# ---- block 1 ----
==> block_1/io_fan.png <==
Bar = 20 µm.
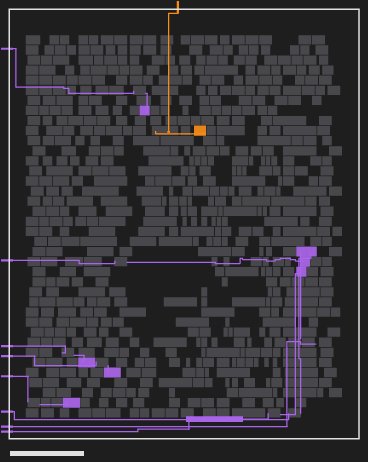

File: src/rtl/axi_10g_ethernet_0_tx_arbiter.sv
// Merges the TCP control-frame (link) and user-data streams onto the MAC TX
// AXI-Stream. Grants are frame-atomic. Link frames have priority, but after
// MAX_LINK_BURST consecutive link frames the pending user frame is forced in.
//
// state    | meaning
// ---------+-------------------------------------------------------------
// IDLE     | no grant; arbitrate on tcp_link_en / tcp_user_en
// GNT_LINK | link stream passed through to tx_axis until its tlast beat
// GNT_USER | user stream passed through to tx_axis until its tlast beat
module axi_10g_ethernet_0_tx_arbiter #(
   parameter int MAX_LINK_BURST = 4,
   parameter int CNT_WIDTH      = 16
) (
   input  logic                 aclk,
   input  logic                 aresetn,
   input  logic [63:0]          tcp_link_tdata,
   input  logic [7:0]           tcp_link_tkeep,
   input  logic                 tcp_link_tvalid,
   input  logic                 tcp_link_tlast,
   output logic                 tcp_link_tready,
   input  logic                 tcp_link_en,
   input  logic [63:0]          tcp_user_tdata,
   input  logic [7:0]           tcp_user_tkeep,
   input  logic                 tcp_user_tvalid,
   input  logic                 tcp_user_tlast,
   output logic                 tcp_user_tready,
   input  logic                 tcp_user_en,
   output logic [63:0]          tx_axis_tdata,
   output logic [7:0]           tx_axis_tkeep,
   output logic                 tx_axis_tvalid,
   output logic                 tx_axis_tlast,
   input  logic                 tx_axis_tready,
   output logic                 grant_link,
   output logic                 grant_user,
   output logic [CNT_WIDTH-1:0] link_frame_cnt,
   output logic [CNT_WIDTH-1:0] user_frame_cnt
);

   typedef enum logic [1:0] {
      IDLE     = 2'd0,
      GNT_LINK = 2'd1,
      GNT_USER = 2'd2
   } state_t;

   localparam int                BW        = $clog2(MAX_LINK_BURST + 1);
   localparam logic [BW-1:0]     BURST_MAX = BW'(MAX_LINK_BURST);

   state_t          state, state_nxt;
   logic            started;
   logic [BW-1:0]   burst_cnt;
   logic            user_starve;
   logic            link_fire, user_fire, link_done, user_done;

   assign user_starve = (burst_cnt == BURST_MAX) && tcp_user_en;
   assign link_fire   = (state == GNT_LINK) && tcp_link_tvalid && tx_axis_tready;
   assign user_fire   = (state == GNT_USER) && tcp_user_tvalid && tx_axis_tready;
   assign link_done   = link_fire && tcp_link_tlast;
   assign user_done   = user_fire && tcp_user_tlast;

   // State register; reset drops any grant immediately, truncating the frame.
   always_ff @(posedge aclk or negedge aresetn) begin
      if (!aresetn) state <= IDLE;
      else          state <= state_nxt;
   end

   // Next-state: arbitrate in IDLE, hold grant until tlast or pre-beat withdraw.
   always_comb begin
      state_nxt = state;
      case (state)
         IDLE: begin
            if (tcp_link_en && !user_starve) state_nxt = GNT_LINK;
            else if (tcp_user_en)            state_nxt = GNT_USER;
         end
         GNT_LINK: begin
            if (link_done)                                 state_nxt = IDLE;
            else if (!link_fire && !started && !tcp_link_en) state_nxt = IDLE;
         end
         GNT_USER: begin
            if (user_done)                                 state_nxt = IDLE;
            else if (!user_fire && !started && !tcp_user_en) state_nxt = IDLE;
         end
         default: state_nxt = IDLE;
      endcase
   end

   // Outputs: combinational pass-through of the granted source, zero in IDLE.
   always_comb begin
      tx_axis_tdata   = '0;
      tx_axis_tkeep   = '0;
      tx_axis_tvalid  = 1'b0;
      tx_axis_tlast   = 1'b0;
      tcp_link_tready = 1'b0;
      tcp_user_tready = 1'b0;
      grant_link      = 1'b0;
      grant_user      = 1'b0;
      case (state)
         GNT_LINK: begin
            tx_axis_tdata   = tcp_link_tdata;
            tx_axis_tkeep   = tcp_link_tkeep;
            tx_axis_tvalid  = tcp_link_tvalid;
            tx_axis_tlast   = tcp_link_tlast;
            tcp_link_tready = tx_axis_tready;
            grant_link      = 1'b1;
         end
         GNT_USER: begin
            tx_axis_tdata   = tcp_user_tdata;
            tx_axis_tkeep   = tcp_user_tkeep;
            tx_axis_tvalid  = tcp_user_tvalid;
            tx_axis_tlast   = tcp_user_tlast;
            tcp_user_tready = tx_axis_tready;
            grant_user      = 1'b1;
         end
         default: ;
      endcase
   end

   // Marks that the granted frame has moved at least one beat; after that the
   // request level is ignored until tlast.
   always_ff @(posedge aclk or negedge aresetn) begin
      if (!aresetn)                 started <= 1'b0;
      else if (state_nxt == IDLE)   started <= 1'b0;
      else if (link_fire || user_fire) started <= 1'b1;
   end

   // Consecutive link frames seen while a user frame waits, saturating.
   always_ff @(posedge aclk or negedge aresetn) begin
      if (!aresetn)
         burst_cnt <= '0;
      else if (user_done)
         burst_cnt <= '0;
      else if (link_done && tcp_user_en && (burst_cnt != BURST_MAX))
         burst_cnt <= burst_cnt + BW'(1);
      else if ((state == IDLE) && !tcp_user_en)
         burst_cnt <= '0;
   end

   // Completed-frame counters, wrapping naturally.
   always_ff @(posedge aclk or negedge aresetn) begin
      if (!aresetn) begin
         link_frame_cnt <= '0;
         user_frame_cnt <= '0;
      end else begin
         if (link_done) link_frame_cnt <= link_frame_cnt + CNT_WIDTH'(1);
         if (user_done) user_frame_cnt <= user_frame_cnt + CNT_WIDTH'(1);
      end
   end

endmodule

File: config.mk
export PLATFORM = sky130hd
export DESIGN_NAME = axi_10g_ethernet_0_tx_arbiter
export DESIGN_NICKNAME = d
export VERILOG_FILES = /design/src/rtl/axi_10g_ethernet_0_tx_arbiter.sv
export SDC_FILE = /design/constraint.sdc
export NUM_CORES = 1
export LEC_CHECK = 0
export CORE_ASPECT_RATIO = 1.25
export CORE_MARGIN = 4
export CORE_UTILIZATION = 33
export CTS_BUF_LIST = sky130_fd_sc_hd__clkbuf_2
export DETAILED_ROUTE_END_ITERATION = 10
export PLACE_DENSITY = 0.82
export SYNTH_ARGS = -nofsm -noshare
export SYNTH_HDL_FRONTEND = slang
export SYNTH_SLANG_ARGS = --single-unit
File: constraint.sdc
create_clock -name aclk -period 2.3 [get_ports aclk]
set_input_delay 0.46 -clock aclk [delete_from_list [all_inputs] [get_ports aclk]]
set_output_delay 0.46 -clock aclk [all_outputs]
set_load 0.03 [all_outputs]
# ---- block 2 ----
==> src/rtl/turf_pkg.sv <==
// Shared command codes, scan codes and key-map helper for the PS/2 key path.
// The TURF_PS2_PARITY_EN macro (see ps2_rx) enables the odd-parity check.
package turf_pkg;

  typedef enum logic [1:0] {
    DIR_UP    = 2'b00,
    DIR_DOWN  = 2'b01,
    DIR_LEFT  = 2'b10,
    DIR_RIGHT = 2'b11
  } dir_e;

  typedef enum logic [1:0] {
    RX_IDLE,
    RX_DATA,
    RX_PARITY,
    RX_STOP
  } rx_state_e;

  localparam logic [4:0] KEY_P1_UP    = 5'd0;
  localparam logic [4:0] KEY_P1_DOWN  = 5'd1;
  localparam logic [4:0] KEY_P1_LEFT  = 5'd2;
  localparam logic [4:0] KEY_P1_RIGHT = 5'd3;
  localparam logic [4:0] KEY_P2_UP    = 5'd4;
  localparam logic [4:0] KEY_P2_DOWN  = 5'd5;
  localparam logic [4:0] KEY_P2_LEFT  = 5'd6;
  localparam logic [4:0] KEY_P2_RIGHT = 5'd7;
  localparam logic [4:0] KEY_P3_UP    = 5'd8;
  localparam logic [4:0] KEY_P3_DOWN  = 5'd9;
  localparam logic [4:0] KEY_P3_LEFT  = 5'd10;
  localparam logic [4:0] KEY_P3_RIGHT = 5'd11;
  localparam logic [4:0] KEY_P4_UP    = 5'd12;
  localparam logic [4:0] KEY_P4_DOWN  = 5'd13;
  localparam logic [4:0] KEY_P4_LEFT  = 5'd14;
  localparam logic [4:0] KEY_P4_RIGHT = 5'd15;
  localparam logic [4:0] KEY_RESET    = 5'd16;
  localparam logic [4:0] KEY_IDLE     = 5'd31;

  localparam logic [7:0] SC_EXT      = 8'hE0;
  localparam logic [7:0] SC_BREAK    = 8'hF0;
  localparam logic [7:0] SC_W        = 8'h1D;
  localparam logic [7:0] SC_S        = 8'h1B;
  localparam logic [7:0] SC_A        = 8'h1C;
  localparam logic [7:0] SC_D        = 8'h23;
  localparam logic [7:0] SC_I        = 8'h43;
  localparam logic [7:0] SC_K        = 8'h42;
  localparam logic [7:0] SC_J        = 8'h3B;
  localparam logic [7:0] SC_L        = 8'h4B;
  localparam logic [7:0] SC_KP_UP    = 8'h75;
  localparam logic [7:0] SC_KP_DOWN  = 8'h72;
  localparam logic [7:0] SC_KP_LEFT  = 8'h6B;
  localparam logic [7:0] SC_KP_RIGHT = 8'h74;
  localparam logic [7:0] SC_SPACE    = 8'h29;

  // Arrow keys and keypad share make codes; only the E0 prefix tells them apart.
  function automatic logic [4:0] map_key(input logic ext, input logic [7:0] sc);
    logic [4:0] code;
    code = KEY_IDLE;
    if (ext) begin
      case (sc)
        SC_KP_UP:    code = KEY_P2_UP;
        SC_KP_DOWN:  code = KEY_P2_DOWN;
        SC_KP_LEFT:  code = KEY_P2_LEFT;
        SC_KP_RIGHT: code = KEY_P2_RIGHT;
        default:     code = KEY_IDLE;
      endcase
    end else begin
      case (sc)
        SC_W:        code = KEY_P1_UP;
        SC_S:        code = KEY_P1_DOWN;
        SC_A:        code = KEY_P1_LEFT;
        SC_D:        code = KEY_P1_RIGHT;
        SC_I:        code = KEY_P3_UP;
        SC_K:        code = KEY_P3_DOWN;
        SC_J:        code = KEY_P3_LEFT;
        SC_L:        code = KEY_P3_RIGHT;
        SC_KP_UP:    code = KEY_P4_UP;
        SC_KP_DOWN:  code = KEY_P4_DOWN;
        SC_KP_LEFT:  code = KEY_P4_LEFT;
        SC_KP_RIGHT: code = KEY_P4_RIGHT;
        SC_SPACE:    code = KEY_RESET;
        default:     code = KEY_IDLE;
      endcase
    end
    return code;
  endfunction

endpackage

==> src/rtl/ps2_rx.sv <==
// PS/2 frame receiver: pin synchroniser, bit FSM, mid-frame timeout, parity/stop check.
// Odd-parity checking is enabled by defining TURF_PS2_PARITY_EN.
//   state     | meaning
//   RX_IDLE   | waiting for a start bit (data=0 on a falling edge)
//   RX_DATA   | shifting in 8 data bits, LSB first
//   RX_PARITY | capturing the parity bit
//   RX_STOP   | capturing the stop bit, accepting or rejecting the byte
module ps2_rx
  import turf_pkg::*;
#(
  parameter int TIMEOUT_CYCLES = 50000
) (
  input  logic       CLOCK_50,
  input  logic       reset,
  input  logic       PS2_CLK,
  input  logic       PS2_DAT,
  output logic       byte_valid,
  output logic [7:0] byte_data,
  output logic       err
);

  localparam int TW = $clog2(TIMEOUT_CYCLES + 1);

`ifdef TURF_PS2_PARITY_EN
  localparam bit PARITY_CHECK = 1'b1;
`else
  localparam bit PARITY_CHECK = 1'b0;
`endif

  logic [1:0]   clk_sync;
  logic [1:0]   dat_sync;
  logic         clk_prev;
  logic         fall;
  logic         din;
  rx_state_e    state, state_n;
  logic [2:0]   bit_cnt, bit_cnt_n;
  logic [7:0]   shift, shift_n;
  logic         par, par_n;
  logic [TW-1:0] timer, timer_n;
  logic         timeout;
  logic         parity_ok;

  always_ff @(posedge CLOCK_50) begin
    if (reset) begin
      clk_sync <= 2'b11;
      dat_sync <= 2'b11;
      clk_prev <= 1'b1;
      state    <= RX_IDLE;
      bit_cnt  <= '0;
      shift    <= '0;
      par      <= 1'b0;
      timer    <= '0;
    end else begin
      clk_sync <= {clk_sync[0], PS2_CLK};
      dat_sync <= {dat_sync[0], PS2_DAT};
      clk_prev <= clk_sync[1];
      state    <= state_n;
      bit_cnt  <= bit_cnt_n;
      shift    <= shift_n;
      par      <= par_n;
      timer    <= timer_n;
    end
  end

  assign fall      = clk_prev & ~clk_sync[1];
  assign din       = dat_sync[1];
  assign timeout   = (state != RX_IDLE) && (timer == TW'(TIMEOUT_CYCLES - 1));
  // With checking disabled the parity bit is still captured but never rejects a byte.
  assign parity_ok = (^{shift, par}) | ~PARITY_CHECK;
  assign byte_data = shift;

  always_comb begin
    state_n    = state;
    bit_cnt_n  = bit_cnt;
    shift_n    = shift;
    par_n      = par;
    timer_n    = timer;
    byte_valid = 1'b0;
    err        = 1'b0;
    if (fall) begin
      timer_n = '0;
      case (state)
        RX_IDLE: begin
          if (!din) begin
            state_n   = RX_DATA;
            bit_cnt_n = '0;
          end
        end
        RX_DATA: begin
          shift_n   = {din, shift[7:1]};
          bit_cnt_n = bit_cnt + 3'd1;
          if (bit_cnt == 3'd7) state_n = RX_PARITY;
        end
        RX_PARITY: begin
          par_n   = din;
          state_n = RX_STOP;
        end
        RX_STOP: begin
          state_n = RX_IDLE;
          if (din && parity_ok) byte_valid = 1'b1;
          else                  err        = 1'b1;
        end
        default: state_n = RX_IDLE;
      endcase
    end else if (state == RX_IDLE) begin
      timer_n = '0;
    end else if (timeout) begin
      state_n = RX_IDLE;
      timer_n = '0;
      err     = 1'b1;
    end else begin
      timer_n = timer + 1'b1;
    end
  end

endmodule

==> src/rtl/ps2_key_decoder.sv <==
// PS/2 keyboard to game command decoder: E0/F0 prefix tracking, key map, output pulses.
// TURF_PS2_PARITY_EN (passed through to ps2_rx) enables odd-parity rejection.
module ps2_key_decoder
  import turf_pkg::*;
#(
  parameter int TIMEOUT_CYCLES = 50000
) (
  input  logic       CLOCK_50,
  input  logic       reset,
  input  logic       PS2_CLK,
  input  logic       PS2_DAT,
  output logic [4:0] KEY_PRESSED,
  output logic       key_strobe,
  output logic       frame_err
);

  logic       rx_valid;
  logic [7:0] rx_data;
  logic       rx_err;
  logic       ext;
  logic       brk;
  logic [4:0] mapped;
  logic       key_hit;

  ps2_rx #(
    .TIMEOUT_CYCLES(TIMEOUT_CYCLES)
  ) u_rx (
    .CLOCK_50  (CLOCK_50),
    .reset     (reset),
    .PS2_CLK   (PS2_CLK),
    .PS2_DAT   (PS2_DAT),
    .byte_valid(rx_valid),
    .byte_data (rx_data),
    .err       (rx_err)
  );

  assign mapped  = map_key(ext, rx_data);
  assign key_hit = rx_valid && !brk && (rx_data != SC_EXT) && (rx_data != SC_BREAK)
                   && (mapped != KEY_IDLE);

  always_ff @(posedge CLOCK_50) begin
    if (reset) begin
      ext         <= 1'b0;
      brk         <= 1'b0;
      KEY_PRESSED <= KEY_IDLE;
      key_strobe  <= 1'b0;
      frame_err   <= 1'b0;
    end else begin
      KEY_PRESSED <= key_hit ? mapped : KEY_IDLE;
      key_strobe  <= key_hit;
      frame_err   <= rx_err;
      if (rx_err) begin
        ext <= 1'b0;
        brk <= 1'b0;
      end else if (rx_valid) begin
        // Prefixes accumulate; any other byte ends the sequence (break codes are swallowed).
        if (rx_data == SC_EXT) begin
          ext <= 1'b1;
        end else if (rx_data == SC_BREAK) begin
          brk <= 1'b1;
        end else begin
          ext <= 1'b0;
          brk <= 1'b0;
        end
      end
    end
  end

endmodule
==> config.mk <==
export PLATFORM = sky130hd
export DESIGN_NAME = ps2_key_decoder
export DESIGN_NICKNAME = d
export VERILOG_FILES = /design/src/rtl/turf_pkg.sv /design/src/rtl/ps2_rx.sv /design/src/rtl/ps2_key_decoder.sv
export SDC_FILE = /design/constraint.sdc
export NUM_CORES = 1
export LEC_CHECK = 0
export CAP_MARGIN = 20
export CORE_MARGIN = 1.5
export CORE_UTILIZATION = 35
export CTS_CLUSTER_DIAMETER = 30
export DETAILED_ROUTE_END_ITERATION = 12
export PLACE_DENSITY_LB_ADDON = 0.25
export SYNTH_ARGS = -nofsm -noshare
export SYNTH_HDL_FRONTEND = slang
export SYNTH_SLANG_ARGS = --single-unit
==> constraint.sdc <==
create_clock -name CLOCK_50 -period 3.8 [get_ports CLOCK_50]
set_input_delay 0.57 -clock CLOCK_50 [delete_from_list [all_inputs] [get_ports CLOCK_50]]
set_output_delay 0.57 -clock CLOCK_50 [all_outputs]
set_load 0.05 [all_outputs]
# ---- block 3 ----
[src/rtl/hazard_scoreboard.sv]
// hazard_scoreboard
//   Tracks the register writers in flight in EX, MEM and WB next to the ID
//   stage of the 5-stage LC-3b pipeline. It finds the hazards that operand
//   forwarding cannot cover (load-use, and WB-to-ID when the register file
//   has no write-through bypass), and drives the ID stall / EX bubble controls.
//
// Ports
//   clk, reset_n        clock, synchronous active-low reset
//   pipe_advance        pipeline registers load this cycle
//   flush               taken branch/jump resolved in MEM; kill EX and MEM
//   id_valid, id_regwrite, id_is_load, id_destreg   ID instruction writer info
//   id_sr1/id_sr1_used, id_sr2/id_sr2_used           ID source operands
//   load_use_stall      hold PC and IF/ID
//   bubble_inject       ID/EX loads a NOP this cycle
//   pending_mask        bit r set while any in-flight stage will write r
//   stall_count         saturating count of injected bubbles
module hazard_scoreboard #(
   parameter int NUM_REGS  = 8,
   parameter int REG_W     = 3,
   parameter int WB_BYPASS = 1
) (
   input  logic                clk,
   input  logic                reset_n,
   input  logic                pipe_advance,
   input  logic                flush,
   input  logic                id_valid,
   input  logic                id_regwrite,
   input  logic                id_is_load,
   input  logic [REG_W-1:0]    id_destreg,
   input  logic [REG_W-1:0]    id_sr1,
   input  logic                id_sr1_used,
   input  logic [REG_W-1:0]    id_sr2,
   input  logic                id_sr2_used,
   output logic                load_use_stall,
   output logic                bubble_inject,
   output logic [NUM_REGS-1:0] pending_mask,
   output logic [15:0]         stall_count
);

   // Shadow entries: v is control (reset), rw/ld/dst are payload (no reset).
   logic             ex_v, mem_v, wb_v;
   logic             ex_rw, mem_rw, wb_rw;
   logic             ex_ld, mem_ld, wb_ld;
   logic [REG_W-1:0] ex_dst, mem_dst, wb_dst;
   logic             flush_pending;
   logic             flush_eff;
   logic             hit_ex, hit_wb;
   logic             id_enters_ex;

   function automatic logic src_hit(input logic [REG_W-1:0] dst,
                                    input logic [REG_W-1:0] s1, input logic u1,
                                    input logic [REG_W-1:0] s2, input logic u2);
      return (u1 && (s1 == dst)) || (u2 && (s2 == dst));
   endfunction

   function automatic logic [15:0] sat_inc(input logic [15:0] cnt);
      return (cnt == 16'hFFFF) ? cnt : cnt + 16'd1;
   endfunction

   // A flush seen while the pipe was frozen still kills at the next advance.
   assign flush_eff = flush || flush_pending;

   assign hit_ex = ex_v && ex_rw && ex_ld &&
                   src_hit(ex_dst, id_sr1, id_sr1_used, id_sr2, id_sr2_used);

   // Without a register-file write-through, a WB writer is invisible to ID.
   assign hit_wb = (WB_BYPASS == 0) && wb_v && wb_rw &&
                   src_hit(wb_dst, id_sr1, id_sr1_used, id_sr2, id_sr2_used);

   assign load_use_stall = id_valid && !flush_eff && (hit_ex || hit_wb);
   assign bubble_inject  = load_use_stall && pipe_advance;
   assign id_enters_ex   = id_valid && !load_use_stall;

   always_comb begin
      pending_mask = '0;
      for (int r = 0; r < NUM_REGS; r++) begin
         if ((ex_v  && ex_rw  && (ex_dst  == REG_W'(r))) ||
             (mem_v && mem_rw && (mem_dst == REG_W'(r))) ||
             (wb_v  && wb_rw  && (wb_dst  == REG_W'(r))))
            pending_mask[r] = 1'b1;
      end
   end

   // ---- stage boundary: ID -> EX -> MEM -> WB (valid bits, flush, counter)
   always_ff @(posedge clk) begin
      if (!reset_n) begin
         ex_v          <= 1'b0;
         mem_v         <= 1'b0;
         wb_v          <= 1'b0;
         flush_pending <= 1'b0;
         stall_count   <= '0;
      end else begin
         if (pipe_advance) begin
            wb_v <= mem_v;
            if (flush_eff) begin
               mem_v <= 1'b0;
               ex_v  <= 1'b0;
            end else begin
               mem_v <= ex_v;
               ex_v  <= id_enters_ex;
            end
            flush_pending <= 1'b0;
         end else if (flush) begin
            flush_pending <= 1'b1;
         end
         if (bubble_inject)
            stall_count <= sat_inc(stall_count);
      end
   end

   // ---- stage boundary: ID -> EX -> MEM -> WB (payload; qualified by v)
   always_ff @(posedge clk) begin
      if (pipe_advance) begin
         wb_rw  <= mem_rw;
         wb_ld  <= mem_ld;
         wb_dst <= mem_dst;
         if (!flush_eff) begin
            mem_rw  <= ex_rw;
            mem_ld  <= ex_ld;
            mem_dst <= ex_dst;
            ex_rw   <= id_enters_ex && id_regwrite;
            ex_ld   <= id_enters_ex && id_is_load;
            ex_dst  <= id_destreg;
         end
      end
   end

endmodule
[config.mk]
export PLATFORM = sky130hd
export DESIGN_NAME = hazard_scoreboard
export DESIGN_NICKNAME = d
export VERILOG_FILES = /design/src/rtl/hazard_scoreboard.sv
export SDC_FILE = /design/constraint.sdc
export NUM_CORES = 1
export LEC_CHECK = 0
export CAP_MARGIN = 20
export CORE_UTILIZATION = 52
export DETAILED_ROUTE_END_ITERATION = 12
export PLACE_DENSITY = 0.87
export SYNTH_ARGS = -nofsm -noshare
export SYNTH_HDL_FRONTEND = slang
export SYNTH_SLANG_ARGS = --single-unit
[constraint.sdc]
create_clock -name clk -period 3.2 [get_ports clk]
set_input_delay 0.48 -clock clk [delete_from_list [all_inputs] [get_ports clk]]
set_output_delay 0.48 -clock clk [all_outputs]
set_load 0.05 [all_outputs]

## Gallery

Sequential cells grouped by signal name.
Bar = 20 µm.
image #1
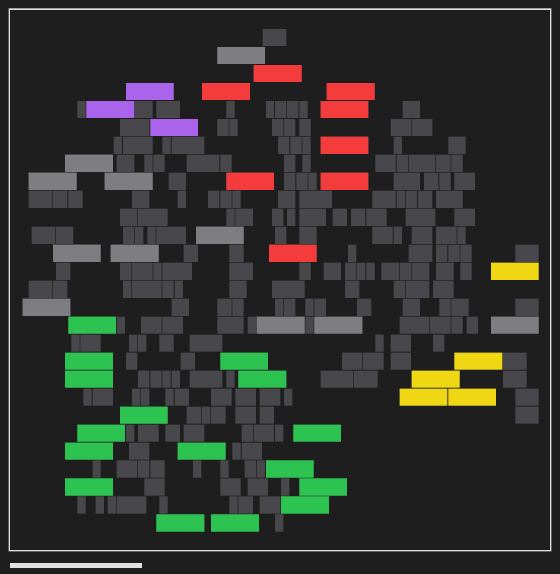
image #2
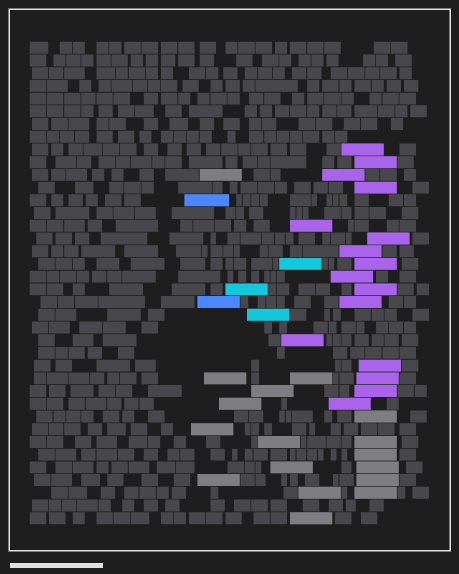
image #3
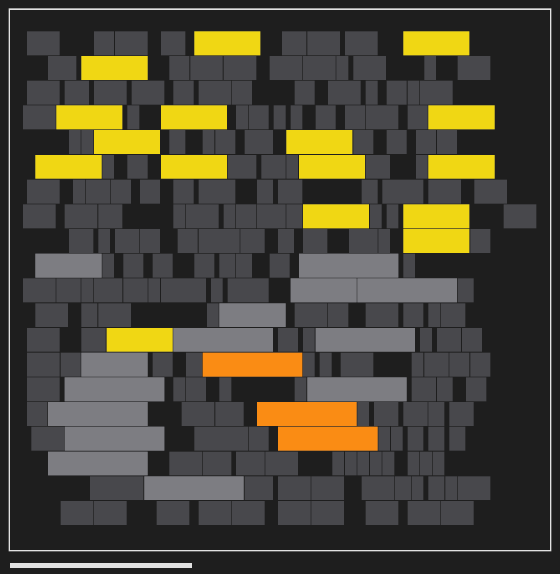
- fewest cells: image #3
- block 3 = image #3
- block 1 = image #2
- block 2 = image #1

Key to image #3:
legend:
  mem_dst:
    color: orange
    flops: 3
  stall_count:
    color: yellow
    flops: 16

==> block_1/logic_types.png <==
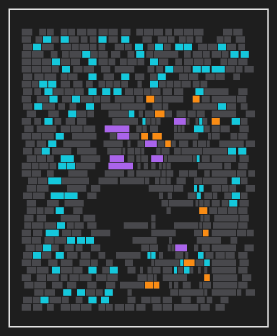
legend:
  adder and majority cells:
    color: purple
    cells: 8
    where: middle
  AND and OR gates:
    color: orange
    cells: 13
  NOR gates:
    color: cyan
    cells: 88
    where: all over the die

## Picture notes: block_1/io_fan.png
legend:
  tcp_link_tkeep:
    color: purple
    bits: 8
    direction: input
    end_cells: 8
    buffers: 8
    wire: 575 µm
  tx_axis_tvalid:
    color: orange
    bits: 1
    direction: output
    end_cells: 1
    buffers: 1
    wire: 49.9 µm

==> deck_impl_summary.md, block 1 <==
Synthesis and Place & Route Summary

Status
  – Result of the run: finished, violations left
  – Violated checks: setup timing

Power
  – Total power per unit cell area: 1000 mW/mm²
  – Overall power consumption: 6.40 mW
  – Design internal power: 3.36 mW

Critical path
  – Launching element of the worst setup path: state[1]$_DFF_PN0_
  – Buffers and inverters on the worst path: 3
  – Setup crit end: tx_axis_tdata[20]

Floorplan
  – Area of the die: 0.0109 mm²
  – Starting density of the core: 34.5%

Yosys
  – Number of cells produced by synthesis: 356
  – Post-synth top cells: nor2b_1 (74), a22oi_1 (73), dfrtp_1 (38)

Place
  – Number of placed instances with taps included: 718

Global routing
  – Antenna violations before repair: 2

Timing
  – Crit path setup slack, layout: -0.0418 ns
  – Final Hold Vio Count: 0
  – Setup tns final: -0.264 ns
  – Final setup violating endpoints: 19

Cells and area
  – Final cell count without fillers: 734
  – Utilization after layout: 72.1%

Clocking
  – Maximum number of buffers from clock root to sink: 2

Routing
  – Residual DRC: 0
block 1: cell type report:
cell class | instances | area, µm² | share of cell area, %
Antenna cell | 1 | 2.50 | 0.0393
Clock buffer | 5 | 25.0 | 0.393
Clock inverter | 3 | 16.3 | 0.255
Inverter | 8 | 30.0 | 0.471
Multi-Input combinational cell | 281 | 2310 | 36.3
Sequential cell | 38 | 952 | 14.9
Tap cell | 120 | 150 | 2.36
Timing Repair Buffer | 278 | 2890 | 45.3
block 1: kinds of logic after synthesis:
kind of cell             Yosys count  synth area share, %
flip-flops                        38                 31.2
XOR/XNOR                          31                 8.90
buffers and inverters             37                 5.00
AND/OR/NAND/NOR                  149                 29.3
adder cells (fa/ha/maj)            8                 3.28
AND-OR/OR-AND                     93                 22.4
block 1: sequential cells by signal, indices dropped and copies added (netlist names):
signal / cells
state: 2
started: 1
user_frame_cnt: 16
link_frame_cnt: 16
burst_cnt: 3
block 1: routing by layer:
layer | GRT usage, % | vias to the layer above | wire length (µm)
met5 | 0 | - | 27
met2 | 42.6 | 190 | 7510
met4 | 5.88 | 4 | 333
met1 | 28.8 | 1849 | 5140
li1 | - | 1794 | -
met3 | 8.38 | 27 | 1500
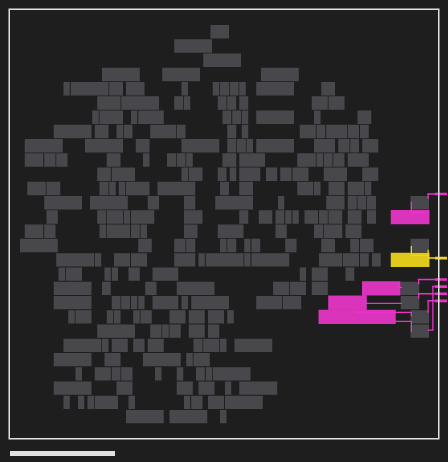
(block_2/io_fan.png)
Bar = 20 µm.
legend:
  key_strobe:
    color: yellow
    bits: 1
    direction: output
    end_cells: 1
    buffers: 1
    wire: 8.10 µm
  KEY_PRESSED:
    color: magenta
    bits: 5
    direction: output
    end_cells: 5
    buffers: 5
    wire: 55.3 µm

==> block_2/logic_types.png <==
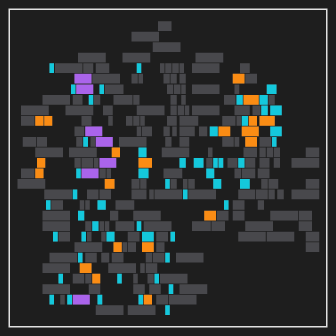
legend:
  AND and OR gates:
    color: orange
    cells: 20
  adder and majority cells:
    color: purple
    cells: 7
  NOR gates:
    color: cyan
    cells: 51

==> deck_impl_summary.md, block 2 <==
Synthesis and Place & Route Summary

Status
  – Result of the run: completed

Timing
  – Part of the cycle the worst path needs: 56.6%
  – Worst Max-Slew Pin Slew: 0.664 ns
  – Smallest hold slack: 0.416 ns

Critical path
  – Cell with the largest stage delay on the worst path: or4_1
  – Critical Path RT: 3.97 ns
  – Startpoint kind of the worst setup timing path: register

Cells and area
  – FF/Latch Area: 861 µm²
  – Non-CTS inverters: 7
  – Logic area: 0.00121 mm²
  – Multi-input logic portion of the cell area: 50.2%
  – Proportion of layout cells with a drive suffix above 1: 7.69%

Yosys
  – Count of instantiated cells in the yosys netlist: 256
  – Synth top area share: 39.7%
  – Number of cells produced by synthesis: 256

Global routing
  – GR Util All Layers: 14.5%

Place
  – Tally of buffers added on design ports: 10

Power
  – Overall power consumption: 0.790 mW
  – Comb pwr share: 1.7%
  – Combinational gate power: 0.0137 mW

Clocking
  – Buffer cell driving the clock tree root: clkbuf_8
  – Number of post-CTS setup repair buffers: 0

Routing
  – First-pass iteration count of the detailed router: 4
  – Top layer reached by signal wires: met4
  – DRC violation total after the first TritonRoute iteration: 55
  – Routed length per instance: 12.3 µm

Floorplan
  – Core outline area: 0.00596 mm²
## block 2: final timing paths
path	to	slack, ns	depth (start not counted)
setup / recovery	u_rx.timer[7]$_SDFF_PP0_	1.65	6
hold / removal	u_rx.clk_sync[1]$_SDFF_PP1_	0.42	1
setup reg to reg	u_rx.timer[7]$_SDFF_PP0_	1.65	6
hold reg to reg	u_rx.clk_sync[1]$_SDFF_PP1_	0.42	1
## block 2: registers in the layout (all words and copies together) (netlist names)
signal / count
brk: 1
u_rx.clk_prev: 1
frame_err: 1
u_rx.state: 2
key_strobe: 1
u_rx.timer: 16
u_rx.bit_cnt: 3
u_rx.byte_data: 8
u_rx.clk_sync: 2
u_rx.dat_sync: 2
ext: 1
KEY_PRESSED: 5
## block 2: critical path: cells and delay by family, from the launching register on
kind	cells	cell delay, ns
and+or+nand+nor	5	1.46
DFF	1	0.37
adders and majority gates	1	0.19
## block 2: cells by family after synthesis
family	Yosys count	synth area share (%)
simple gates	117	29.4
compound gates	50	15.9
flops	43	39.7
buf+inv	23	4.39
xor+xnor	15	6.06
fa+ha+maj	7	4.04
mux	1	0.462
==> block_3/logic_types.png <==
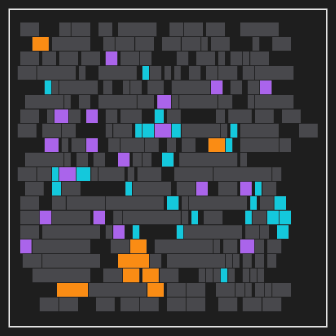
legend:
  XOR/XNOR gates:
    color: orange
    cells: 8
  NOR gates:
    color: cyan
    cells: 25
  AND and OR gates:
    color: purple
    cells: 18

==> block_3/congestion.png <==
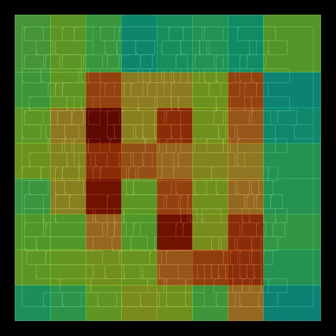
GR peak layer: met2
met1 Track Usage GR: 31.3%
met3 demand-to-capacity share in global routing: 6.11%

==> deck_impl_summary.md, block 3 <==
Synthesis and Place & Route Summary

Clocking
  – Buffer cell driving the clock tree root: clkbuf_4
  – Maximum number of buffers from clock root to sink: 2
  – Clock-pin transition on the worst setup and hold timing paths: 0.09 ns
  – Clock H-tree levels: 2

Critical path
  – Critical path class: reg -> out
  – Setup crit end: pending_mask[3]
  – Reg-to-reg critical path endpoint: stall_count[10]$_SDFFE_PN0P_
  – Register-to-register path setup slack: 0.98 ns

Status
  – Result of the run: completed

Timing
  – Final setup violating endpoints: 0
  – Final Hold Vio Count: 0

Routing
  – Count of nets left with antenna violations after detail routing: 0
  – Residual DRC: 0

Yosys
  – Synth mux share: 5.84%
  – Simple-Gate Fraction of Synth Area: 31.5%
  – Most area-hungry cell type in the Yosys netlist: dfxtp_1

Place
  – Tally of buffers added on design ports: 43
  – Post-placement cell area: 0.00217 mm²

Cells and area
  – NumNets Final: 247
  – Seq/total area: 35.5%

Floorplan
  – Vertical die dimension: 59.4 µm

Power
  – Overall power consumption: 0.755 mW
## block 3: per-stage QoR
stage,cells,worst slack [ns],hold slack [ns]
after global routing,273,0.514,0.512
after detailed placement,265,0.499,0.463
final,273,0.592,0.488
after CTS,273,0.595,0.484
after floorplan,182,0.987,0.442
after global placement,265,0.676,0.454
## block 3: metal layers
metal	vias up	global-route usage, %	share of wire (%)
met1	713	31.3	45
met5	-	0	0
met2	45	38.4	48
met3	10	6.11	4.3
met4	0	9.52	2.5
li1	754	-	-
## block 3: sequential cells by signal, summed over array words and instances (netlist names)
signal / cells
mem_dst: 3
mem_rw: 1
wb_v: 1
wb_dst: 3
ex_rw: 1
stall_count: 16
mem_v: 1
wb_rw: 1
ex_ld: 1
flush_pending: 1
ex_v: 1
ex_dst: 3
## block 3: critical path, delay by kind of cell (launching register included)
kind          cells  cell delay, ns
flops             1            0.48
buf+inv           1            0.80
simple gates      3            0.52
## block 3: where the power goes
part,switching [mW],total [mW],internal (mW),leakage (nW)
Sequential,0.00906,0.455,0.446,0.285
Clock,0.130,0.238,0.108,0.0326
Combinational,0.0291,0.0619,0.0328,0.566
Total,0.168,0.755,0.587,0.883


==> screenshots <==
Close-up of the layout.
picture 1
Bar = 10 µm. Window x 11 to 36, y 16 to 41 µm. Cells in gray, sequential cells in the stronger gray; small squares are vias.
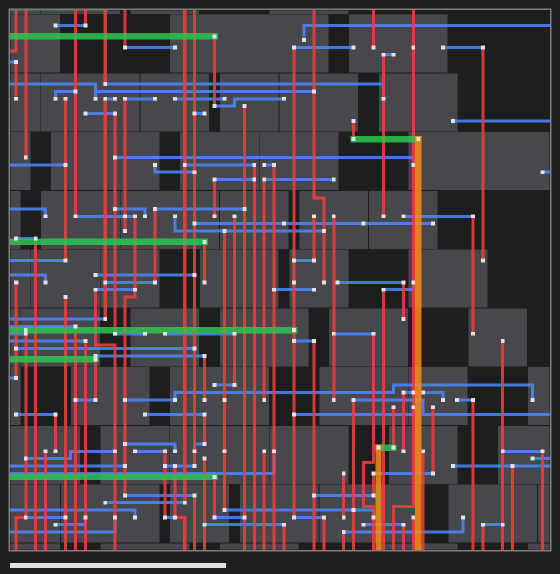
picture 2
Bar = 10 µm. Window x 2 to 27, y 2 to 27 µm. Cells in gray, sequential cells in the stronger gray; small squares are vias.
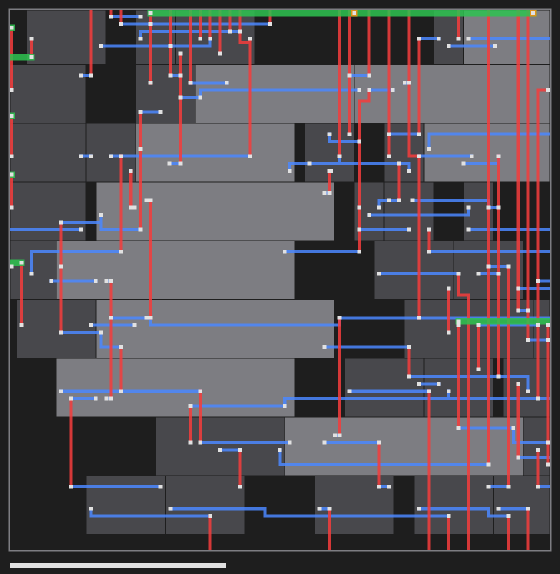
picture 3
Bar = 10 µm. Window x 8 to 33, y 8 to 33 µm. Cells in gray, sequential cells in the stronger gray; small squares are vias.
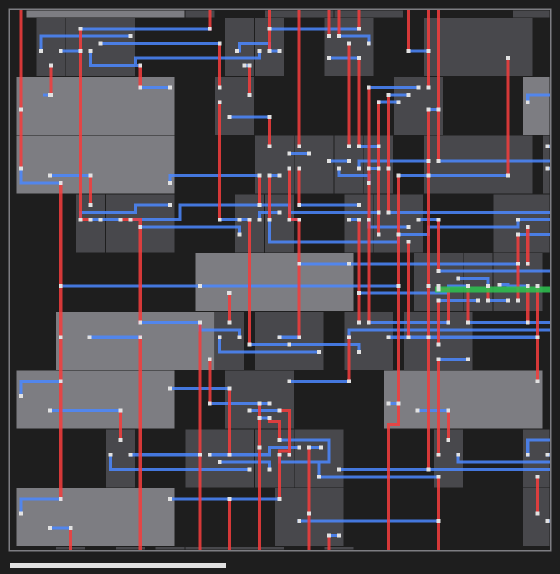
- block 3 = picture 2
- block 1 = picture 1
- block 2 = picture 3
The one with the largest die is picture 1.
The one with the smallest die is picture 2.

Key to picture 3:
legend:
  metal 3:
    color: green
  metal 2:
    color: red
  metal 1:
    color: blue
most frequent: nand2_1 (7), dfxtp_1 (7), nor2_1 (6)
netlist names of flops here include: u_rx.timer (7)
cells with their middle in the window: 42
sequential cells in the window: 7

No activity file was given, so power comes from the tool's default toggle rates.
